# block 1

==> block_1/m1.png <==
Scale bar: 20 um. Supply wires on this layer in gray.
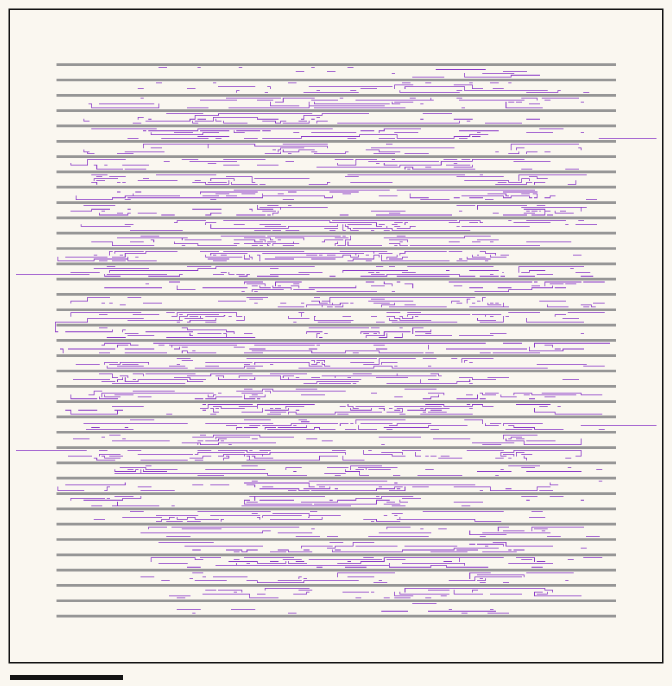
==> block_1/m2.png <==
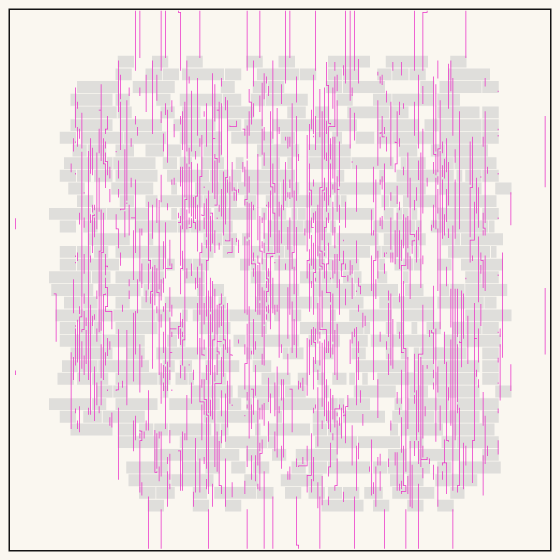
<file path="src/rtl/pwm_capture_pkg.sv">
// Shared width default and FSM state encoding for the PWM capture block.
package pwm_capture_pkg;

   localparam int W_DEF = 28;

   typedef enum logic [1:0] {
      IDLE = 2'd0,
      HIGH = 2'd1,
      LOW  = 2'd2
   } state_t;

endpackage

</file>
<file path="src/rtl/sync_edge.sv">
// Two-flop synchronizer for an asynchronous line plus rise/fall detection on the synchronized level.
module sync_edge (
   input  logic clk,
   input  logic rst,
   input  logic d_in,
   output logic s,
   output logic rise,
   output logic fall
);

   logic meta_q, meta_d;
   logic s_q, s_d;
   logic s_dly_q, s_dly_d;

   always_comb begin
      meta_d  = d_in;
      s_d     = meta_q;
      s_dly_d = s_q;
   end

   always_ff @(posedge clk or posedge rst) begin
      if (rst) begin
         meta_q  <= 1'b0;
         s_q     <= 1'b0;
         s_dly_q <= 1'b0;
      end else begin
         meta_q  <= meta_d;
         s_q     <= s_d;
         s_dly_q <= s_dly_d;
      end
   end

   assign s    = s_q;
   assign rise = s_q & ~s_dly_q;
   assign fall = ~s_q & s_dly_q;

endmodule

</file>
<file path="src/rtl/pwm_capture.sv">
// Measures period (rise to rise) and high time of an external PWM line in clock cycles,
// publishing both as a coherent pair, with a stuck-line timeout.
//
// state | meaning
// IDLE  | no reference rise yet (after reset or timeout); edges only restart cnt
// HIGH  | line high, counting high time since the last rise
// LOW   | high time captured, waiting for the rise that closes the period
module pwm_capture
   import pwm_capture_pkg::*;
#(
   parameter int          W              = W_DEF,
   parameter int unsigned TIMEOUT_CYCLES = 50_000_000
) (
   input  logic         CLK,
   input  logic         RST,
   input  logic         PWM_IN,
   output logic [W-1:0] PERIOD,
   output logic [W-1:0] DECODE,
   output logic         VALID,
   output logic         DONE,
   output logic         TIMEOUT,
   output logic         LEVEL
);

   localparam logic [W-1:0] CNT_ONE = W'(1);
   localparam logic [W-1:0] CNT_MAX = '1;
   localparam logic [W-1:0] TO_CNT  = W'(TIMEOUT_CYCLES);

   logic s, rise, fall;

   sync_edge u_sync_edge (
      .clk  (CLK),
      .rst  (RST),
      .d_in (PWM_IN),
      .s    (s),
      .rise (rise),
      .fall (fall)
   );

   state_t       state_q, state_d;
   logic [W-1:0] cnt_q, cnt_d;
   logic [W-1:0] hi_tmp_q, hi_tmp_d;
   logic [W-1:0] period_q, period_d;
   logic [W-1:0] decode_q, decode_d;
   logic         valid_q, valid_d;
   logic         done_q, done_d;
   logic         timeout_q, timeout_d;
   logic         timeout_hit;

   always_comb begin
      state_d   = state_q;
      cnt_d     = cnt_q;
      hi_tmp_d  = hi_tmp_q;
      period_d  = period_q;
      decode_d  = decode_q;
      valid_d   = valid_q;
      done_d    = 1'b0;
      timeout_d = timeout_q;

      // Any edge in this cycle overrides an expiring timeout.
      timeout_hit = (cnt_q == TO_CNT) && !rise && !fall;

      if (rise || ((state_q == IDLE) && fall)) begin
         cnt_d = CNT_ONE;
      end else if (cnt_q != CNT_MAX) begin
         cnt_d = cnt_q + CNT_ONE;
      end

      case (state_q)
         IDLE: begin
            if (rise) state_d = HIGH;
         end
         HIGH: begin
            if (fall) begin
               hi_tmp_d = cnt_q;
               state_d  = LOW;
            end
         end
         LOW: begin
            if (rise) begin
               period_d  = cnt_q;
               decode_d  = hi_tmp_q;
               valid_d   = 1'b1;
               done_d    = 1'b1;
               timeout_d = 1'b0;
               state_d   = HIGH;
            end
         end
         default: state_d = IDLE;
      endcase

      if (timeout_hit) begin
         timeout_d = 1'b1;
         valid_d   = 1'b0;
         period_d  = '0;
         decode_d  = '0;
         state_d   = IDLE;
      end
   end

   always_ff @(posedge CLK or posedge RST) begin
      if (RST) begin
         state_q   <= IDLE;
         cnt_q     <= '0;
         hi_tmp_q  <= '0;
         period_q  <= '0;
         decode_q  <= '0;
         valid_q   <= 1'b0;
         done_q    <= 1'b0;
         timeout_q <= 1'b0;
      end else begin
         state_q   <= state_d;
         cnt_q     <= cnt_d;
         hi_tmp_q  <= hi_tmp_d;
         period_q  <= period_d;
         decode_q  <= decode_d;
         valid_q   <= valid_d;
         done_q    <= done_d;
         timeout_q <= timeout_d;
      end
   end

   assign PERIOD  = period_q;
   assign DECODE  = decode_q;
   assign VALID   = valid_q;
   assign DONE    = done_q;
   assign TIMEOUT = timeout_q;
   assign LEVEL   = s;

endmodule

</file>
<file path="config.mk">
export PLATFORM = sky130hd
export DESIGN_NAME = pwm_capture
export DESIGN_NICKNAME = d
export VERILOG_FILES = /design/src/rtl/pwm_capture_pkg.sv /design/src/rtl/sync_edge.sv /design/src/rtl/pwm_capture.sv
export SDC_FILE = /design/constraint.sdc
export NUM_CORES = 1
export LEC_CHECK = 0
export CAP_MARGIN = 20
export CORE_MARGIN = 8
export CORE_UTILIZATION = 50
export DETAILED_ROUTE_END_ITERATION = 16
export GPL_TIMING_DRIVEN = 0
export PLACE_DENSITY_LB_ADDON = 0.05
export SLEW_MARGIN = 30
export SYNTH_ARGS = -nofsm -noshare
export SYNTH_HDL_FRONTEND = slang
export SYNTH_HIERARCHICAL = 1
export SYNTH_SLANG_ARGS = --single-unit
</file>
<file path="constraint.sdc">
create_clock -name CLK -period 3.8 [get_ports CLK]
set_clock_uncertainty 0.1 [all_clocks]
set_input_delay 0.76 -clock CLK [delete_from_list [all_inputs] [get_ports CLK]]
set_output_delay 0.76 -clock CLK [all_outputs]
set_load 0.005 [all_outputs]
</file>
==> GITHUB_STEP_SUMMARY <==
### Metrics collected by this job

| Metric | Value |
|---|---|
| Outcome | complete, no violations |
| R2R Setup Slk | 1.01 ns |
| Total grt overflow | 0 |
| H-tree depth | 4 |
| Post-synthesis sequential area ratio | 0.603 |
| Setup crit end kind | flip-flop |
| Ant diodes | 0 |
| Setup WS post-layout | 1.01 ns |
| Crit path depth | 6 |
| Vias per cell | 5.80 |
| Post-Syn Area | 0.00498 sq mm |
| Core footprint | 0.00973 sq mm |
| Final hold slack | 0.262 ns |
| Leakage power | 0.00301 uW |
| Post-synth EDFFs | 0 |
| Largest net degree at the start of global routing | 30 |
| Top-area cell type share of the netlist area | 0.603 |
| Top delay family on crit path | buffers and inverters |
| Hold Path Class | reg2reg |
| NumNets Final | 486 |
| Resized Gates After CTS | 0 |
## Picture notes: block_1/m1.png
The layer holds 46% of the routed length. 440 nets have wire on it. The layer carries 5610 um of wire. The wires run mostly horizontal. The longest straight run is 58.9 um.
total wire length: 12.3 mm
met1 Use GR: 0.262
via count: 3626

## Picture notes: block_1/m2.png
The wires run mostly vertical. The longest straight run is 56.8 um.

==> Yosys cell counts, drive strengths merged (5+ instances only) <==
| library cell | instances |
|---|---|
| dfrtp | 120 |
| nand3 | 13 |
| nor2 | 18 |
| a21oi | 8 |
| or3 | 5 |
| o211ai | 8 |
| buf | 14 |
| a22o | 56 |
| or4 | 9 |
| inv | 10 |
| nand2 | 24 |
| mux2 | 24 |
| clkbuf | 14 |
| xnor2 | 9 |
| nor4 | 5 |
| nand4 | 10 |
| o21ai | 9 |
==> layer usage <==
metal  vias to the layer above  share of wire  GRT usage
met3                        19          0.062     0.0688
met4                         0          0.020     0.0804
li1                       1647              -          -
met5                         -              0          0
met1                      1876           0.46      0.262
met2                        84           0.46      0.297
==> report_power, final <==
group	switching (uW)	internal [uW]	total, uW
combinational	176	174	350
sequential	69.3	1360	1430
clock	548	1190	1740
total	793	2730	3520
==> layout make-up <==
class	count	area, sq um
Tap cell	133	166
Clock buffer	22	473
Inverter	10	41.3
Multi-Input combinational cell	237	1780
Buffer	28	158
Sequential cell	120	3000
Timing Repair Buffer	67	743
Clock inverter	8	168
Fill cell	775	3200

# block 2

<file path="config.mk">
export PLATFORM = sky130hd
export DESIGN_NAME = neuron_preact_mac
export DESIGN_NICKNAME = d
export VERILOG_FILES = /design/src/rtl/q88_pkg.sv /design/src/rtl/q88_sat_narrow.sv /design/src/rtl/neuron_preact_mac.sv
export SDC_FILE = /design/constraint.sdc
export NUM_CORES = 1
export LEC_CHECK = 0
export CORE_MARGIN = 3
export CORE_UTILIZATION = 30
export CTS_BUF_LIST = sky130_fd_sc_hd__clkbuf_16
export CTS_CLUSTER_SIZE = 25
export DETAILED_ROUTE_END_ITERATION = 10
export PLACE_DENSITY = 0.51
export SLEW_MARGIN = 0
export SYNTH_ARGS = -nofsm -noshare
export SYNTH_HDL_FRONTEND = slang
export SYNTH_HIERARCHICAL = 1
export SYNTH_SLANG_ARGS = --single-unit
</file>
<file path="constraint.sdc">
create_clock -name clk -period 10.2 [get_ports clk]
set_clock_uncertainty 0.2 [all_clocks]
set_input_delay 1.02 -clock clk [delete_from_list [all_inputs] [get_ports clk]]
set_output_delay 1.02 -clock clk [all_outputs]
set_load 0.005 [all_outputs]
</file>
<file path="src/rtl/q88_pkg.sv">
// Shared Q8.8 fixed-point constants and types for the neuron MAC and the sigmoid stage.
package q88_pkg;

  localparam int          Q_FRAC = 8;
  localparam logic [15:0] Q_ONE  = 16'h0100;
  localparam logic [15:0] Q_MAX  = 16'h7FFF;
  localparam logic [15:0] Q_MIN  = 16'h8000;

  typedef enum logic [1:0] {
    IDLE   = 2'd0,
    ACCUM  = 2'd1,
    OUTPUT = 2'd2
  } mac_state_t;

endpackage

</file>
<file path="src/rtl/q88_sat_narrow.sv">
// Narrows a wide signed Q.16 accumulator to Q8.8: arithmetic shift by Q_FRAC,
// then clip to the 16-bit signed range and flag the clip.
module q88_sat_narrow
  import q88_pkg::*;
#(
  parameter int IN_W = 34
) (
  input  logic signed [IN_W-1:0] acc,
  output logic [15:0]            z,
  output logic                   z_sat
);

  logic signed [IN_W-1:0] t_s;
  logic [IN_W-16:0]       hi_s;

  // The value fits in 16 bits exactly when every bit above bit 15 matches the sign.
  always_comb begin
    t_s  = acc >>> Q_FRAC;
    hi_s = t_s[IN_W-1:15];
    if ((&hi_s) || (~|hi_s)) begin
      z     = t_s[15:0];
      z_sat = 1'b0;
    end else if (t_s[IN_W-1]) begin
      z     = Q_MIN;
      z_sat = 1'b1;
    end else begin
      z     = Q_MAX;
      z_sat = 1'b1;
    end
  end

endmodule

</file>
<file path="src/rtl/neuron_preact_mac.sv">
// Neuron pre-activation: z = bias + sum(x_i * w_i) over N_INPUTS streamed Q8.8 pairs,
// saturated to Q8.8 and offered on a valid/ready port.
module neuron_preact_mac
  import q88_pkg::*;
#(
  parameter int N_INPUTS = 4,
  parameter int ACC_W    = 32 + $clog2(N_INPUTS) + 2
) (
  input  logic        clk,
  input  logic        rst_n,
  input  logic        start,
  input  logic [15:0] bias_in,
  input  logic        in_valid,
  output logic        in_ready,
  input  logic [15:0] x_in,
  input  logic [15:0] w_in,
  output logic        z_valid,
  input  logic        z_ready,
  output logic [15:0] z,
  output logic        z_sat,
  output logic        busy
);

  localparam int             CNT_W    = (N_INPUTS > 1) ? $clog2(N_INPUTS) : 1;
  localparam logic [CNT_W-1:0] CNT_LAST = CNT_W'(N_INPUTS - 1);

  mac_state_t               state_r;
  mac_state_t               next_state_s;
  logic signed [ACC_W-1:0]  acc_r;
  logic signed [ACC_W-1:0]  acc_sum_s;
  logic [CNT_W-1:0]         cnt_r;
  logic [15:0]              z_r;
  logic                     z_sat_r;
  logic signed [31:0]       x_ext_s;
  logic signed [31:0]       w_ext_s;
  logic signed [31:0]       prod_s;
  logic                     xfer_s;
  logic                     last_s;
  logic [15:0]              sat_z_s;
  logic                     sat_flag_s;

  assign x_ext_s   = {{16{x_in[15]}}, x_in};
  assign w_ext_s   = {{16{w_in[15]}}, w_in};
  assign prod_s    = x_ext_s * w_ext_s;
  assign acc_sum_s = acc_r + {{(ACC_W-32){prod_s[31]}}, prod_s};
  assign xfer_s    = (state_r == ACCUM) && in_valid;
  assign last_s    = (cnt_r == CNT_LAST);

  q88_sat_narrow #(
    .IN_W (ACC_W)
  ) u_sat (
    .acc   (acc_sum_s),
    .z     (sat_z_s),
    .z_sat (sat_flag_s)
  );

  // State register.
  always_ff @(posedge clk or negedge rst_n) begin
    if (!rst_n) begin
      state_r <= IDLE;
    end else begin
      state_r <= next_state_s;
    end
  end

  // Next-state decode; start is only honoured in IDLE.
  always_comb begin
    next_state_s = state_r;
    case (state_r)
      IDLE: begin
        if (start) next_state_s = ACCUM;
        else       next_state_s = IDLE;
      end
      ACCUM: begin
        if (xfer_s && last_s) next_state_s = OUTPUT;
        else                  next_state_s = ACCUM;
      end
      OUTPUT: begin
        if (z_ready) next_state_s = IDLE;
        else         next_state_s = OUTPUT;
      end
      default: next_state_s = IDLE;
    endcase
  end

  // Handshake outputs decoded purely from the state flop.
  always_comb begin
    in_ready = 1'b0;
    z_valid  = 1'b0;
    busy     = 1'b0;
    case (state_r)
      IDLE: begin
        in_ready = 1'b0;
      end
      ACCUM: begin
        in_ready = 1'b1;
        busy     = 1'b1;
      end
      OUTPUT: begin
        z_valid = 1'b1;
        busy    = 1'b1;
      end
      default: begin
        in_ready = 1'b0;
      end
    endcase
  end

  // Accumulator, pair counter and result registers; the bias enters pre-aligned to Q.16.
  always_ff @(posedge clk or negedge rst_n) begin
    if (!rst_n) begin
      acc_r   <= '0;
      cnt_r   <= '0;
      z_r     <= 16'h0000;
      z_sat_r <= 1'b0;
    end else if ((state_r == IDLE) && start) begin
      acc_r <= {{(ACC_W-24){bias_in[15]}}, bias_in, 8'h00};
      cnt_r <= '0;
    end else if (xfer_s) begin
      acc_r <= acc_sum_s;
      cnt_r <= cnt_r + CNT_W'(1);
      if (last_s) begin
        z_r     <= sat_z_s;
        z_sat_r <= sat_flag_s;
      end
    end
  end

  assign z     = z_r;
  assign z_sat = z_sat_r;

endmodule

</file>
==> block_2/m1.png <==
Scale bar: 50 um. Supply wires on this layer in gray.
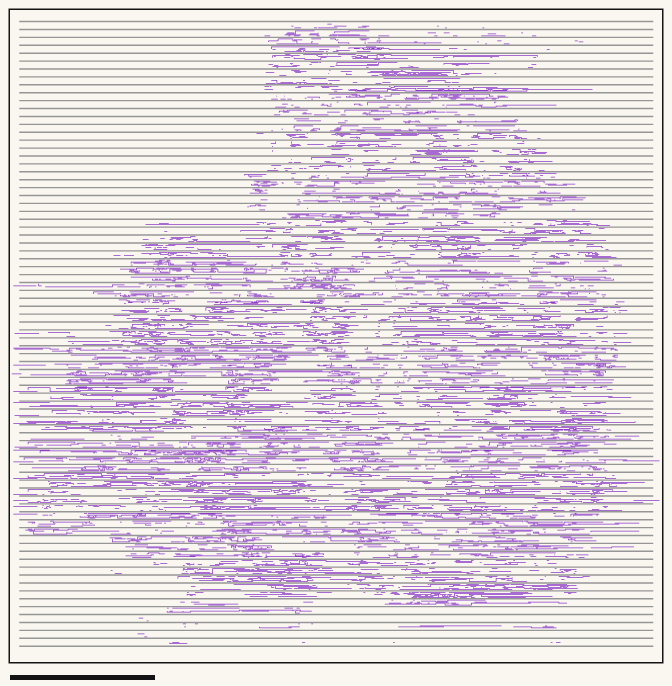
The layer holds 49% of the routed length. The longest straight run is 51.1 um.
total wire length: 37.4 mm
via count: 11.3k
met1 Use GR: 0.221

==> GITHUB_STEP_SUMMARY <==
### Metrics collected by this job

| Metric | Value |
|---|---|
| Outcome | complete, no violations |
| WP data arrival | 9.93 ns |
| Chip area | 0.0503 sq mm |
| Sequential cell area share | 0.0787 |
| Post-place setup slack | -0.613 ns |
| DRT iter0 DRCs | 435 |
| H-tree depth | 3 |
| Crit path largest cell delay | 0.60 ns |
| Grt met2 use | 0.256 |
| Share of cells above drive strength 1 | 0.186 |
| Setup WS post-layout | 0.282 ns |
| Max Cap Violations | 0 |
| Resized Gates After CTS | 16 |
| Clock buffer count | 9 |
| FILL cells | 4782 |
| Inverter count | 323 |
| Post-Syn Area | 0.0143 sq mm |
| Post-CTS Setup Bufs | 2 |
| Seq_cells | 57 |
| WL/cell | 15.2 um |
| Number of CTS-inserted buffers | 9 |
| Sequential Area | 0.00143 sq mm |
==> critical path, delay by kind of cell <==
kind	cells	cell delay [ns]
compound gates	15	2.78
mux	1	0.27
buf+inv	7	1.17
fa+ha+maj	8	3.37
xor+xnor	2	0.22
simple gates	5	1.10
==> state kept, by name, indices dropped and copies added (netlist names) <==
| name | count |
|---|---|
| acc_r | 36 |
| z | 16 |
| cnt_r | 2 |
| state_r | 2 |
| z_sat | 1 |
==> path summary, 6_finish.rpt <==
kind	start	to	slack [ns]	depth (start not counted)
setup / recovery	x_in[11]	z[10]$_DFFE_PN0P_	0.28	38
setup reg to reg	acc_r[0]$_DFFE_PN0P_	z[10]$_DFFE_PN0P_	5.58	19
max in group asynchronous	rst_n	acc_r[7]$_DFFE_PN0P_	8.62	2
hold / removal	z[1]$_DFFE_PN0P_	z[1]$_DFFE_PN0P_	0.31	1
min in group asynchronous	rst_n	acc_r[30]$_DFFE_PN0P_	0.63	2
hold reg to reg	z[1]$_DFFE_PN0P_	z[1]$_DFFE_PN0P_	0.31	1


## Gallery

Routing congestion.
shot_01.png
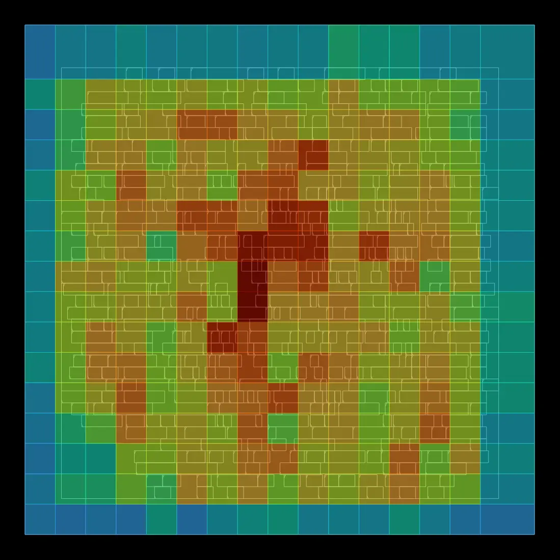
shot_02.png
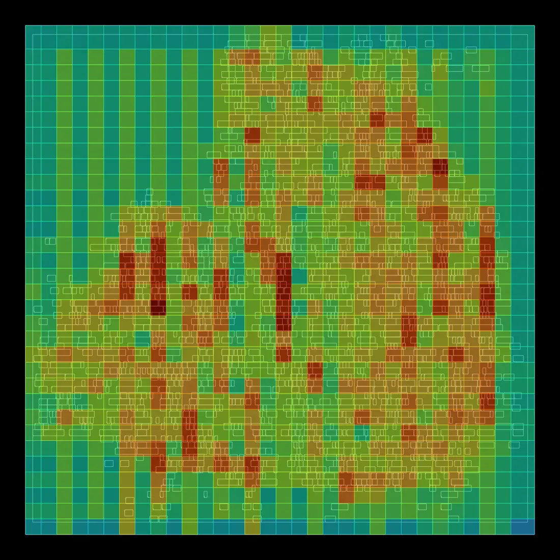
- highest track usage: shot_01.png
- most wire per cell: shot_01.png
shot_01.png comes from block 1.
shot_02.png comes from block 2.

Power is estimated from default activity; no workload was simulated.
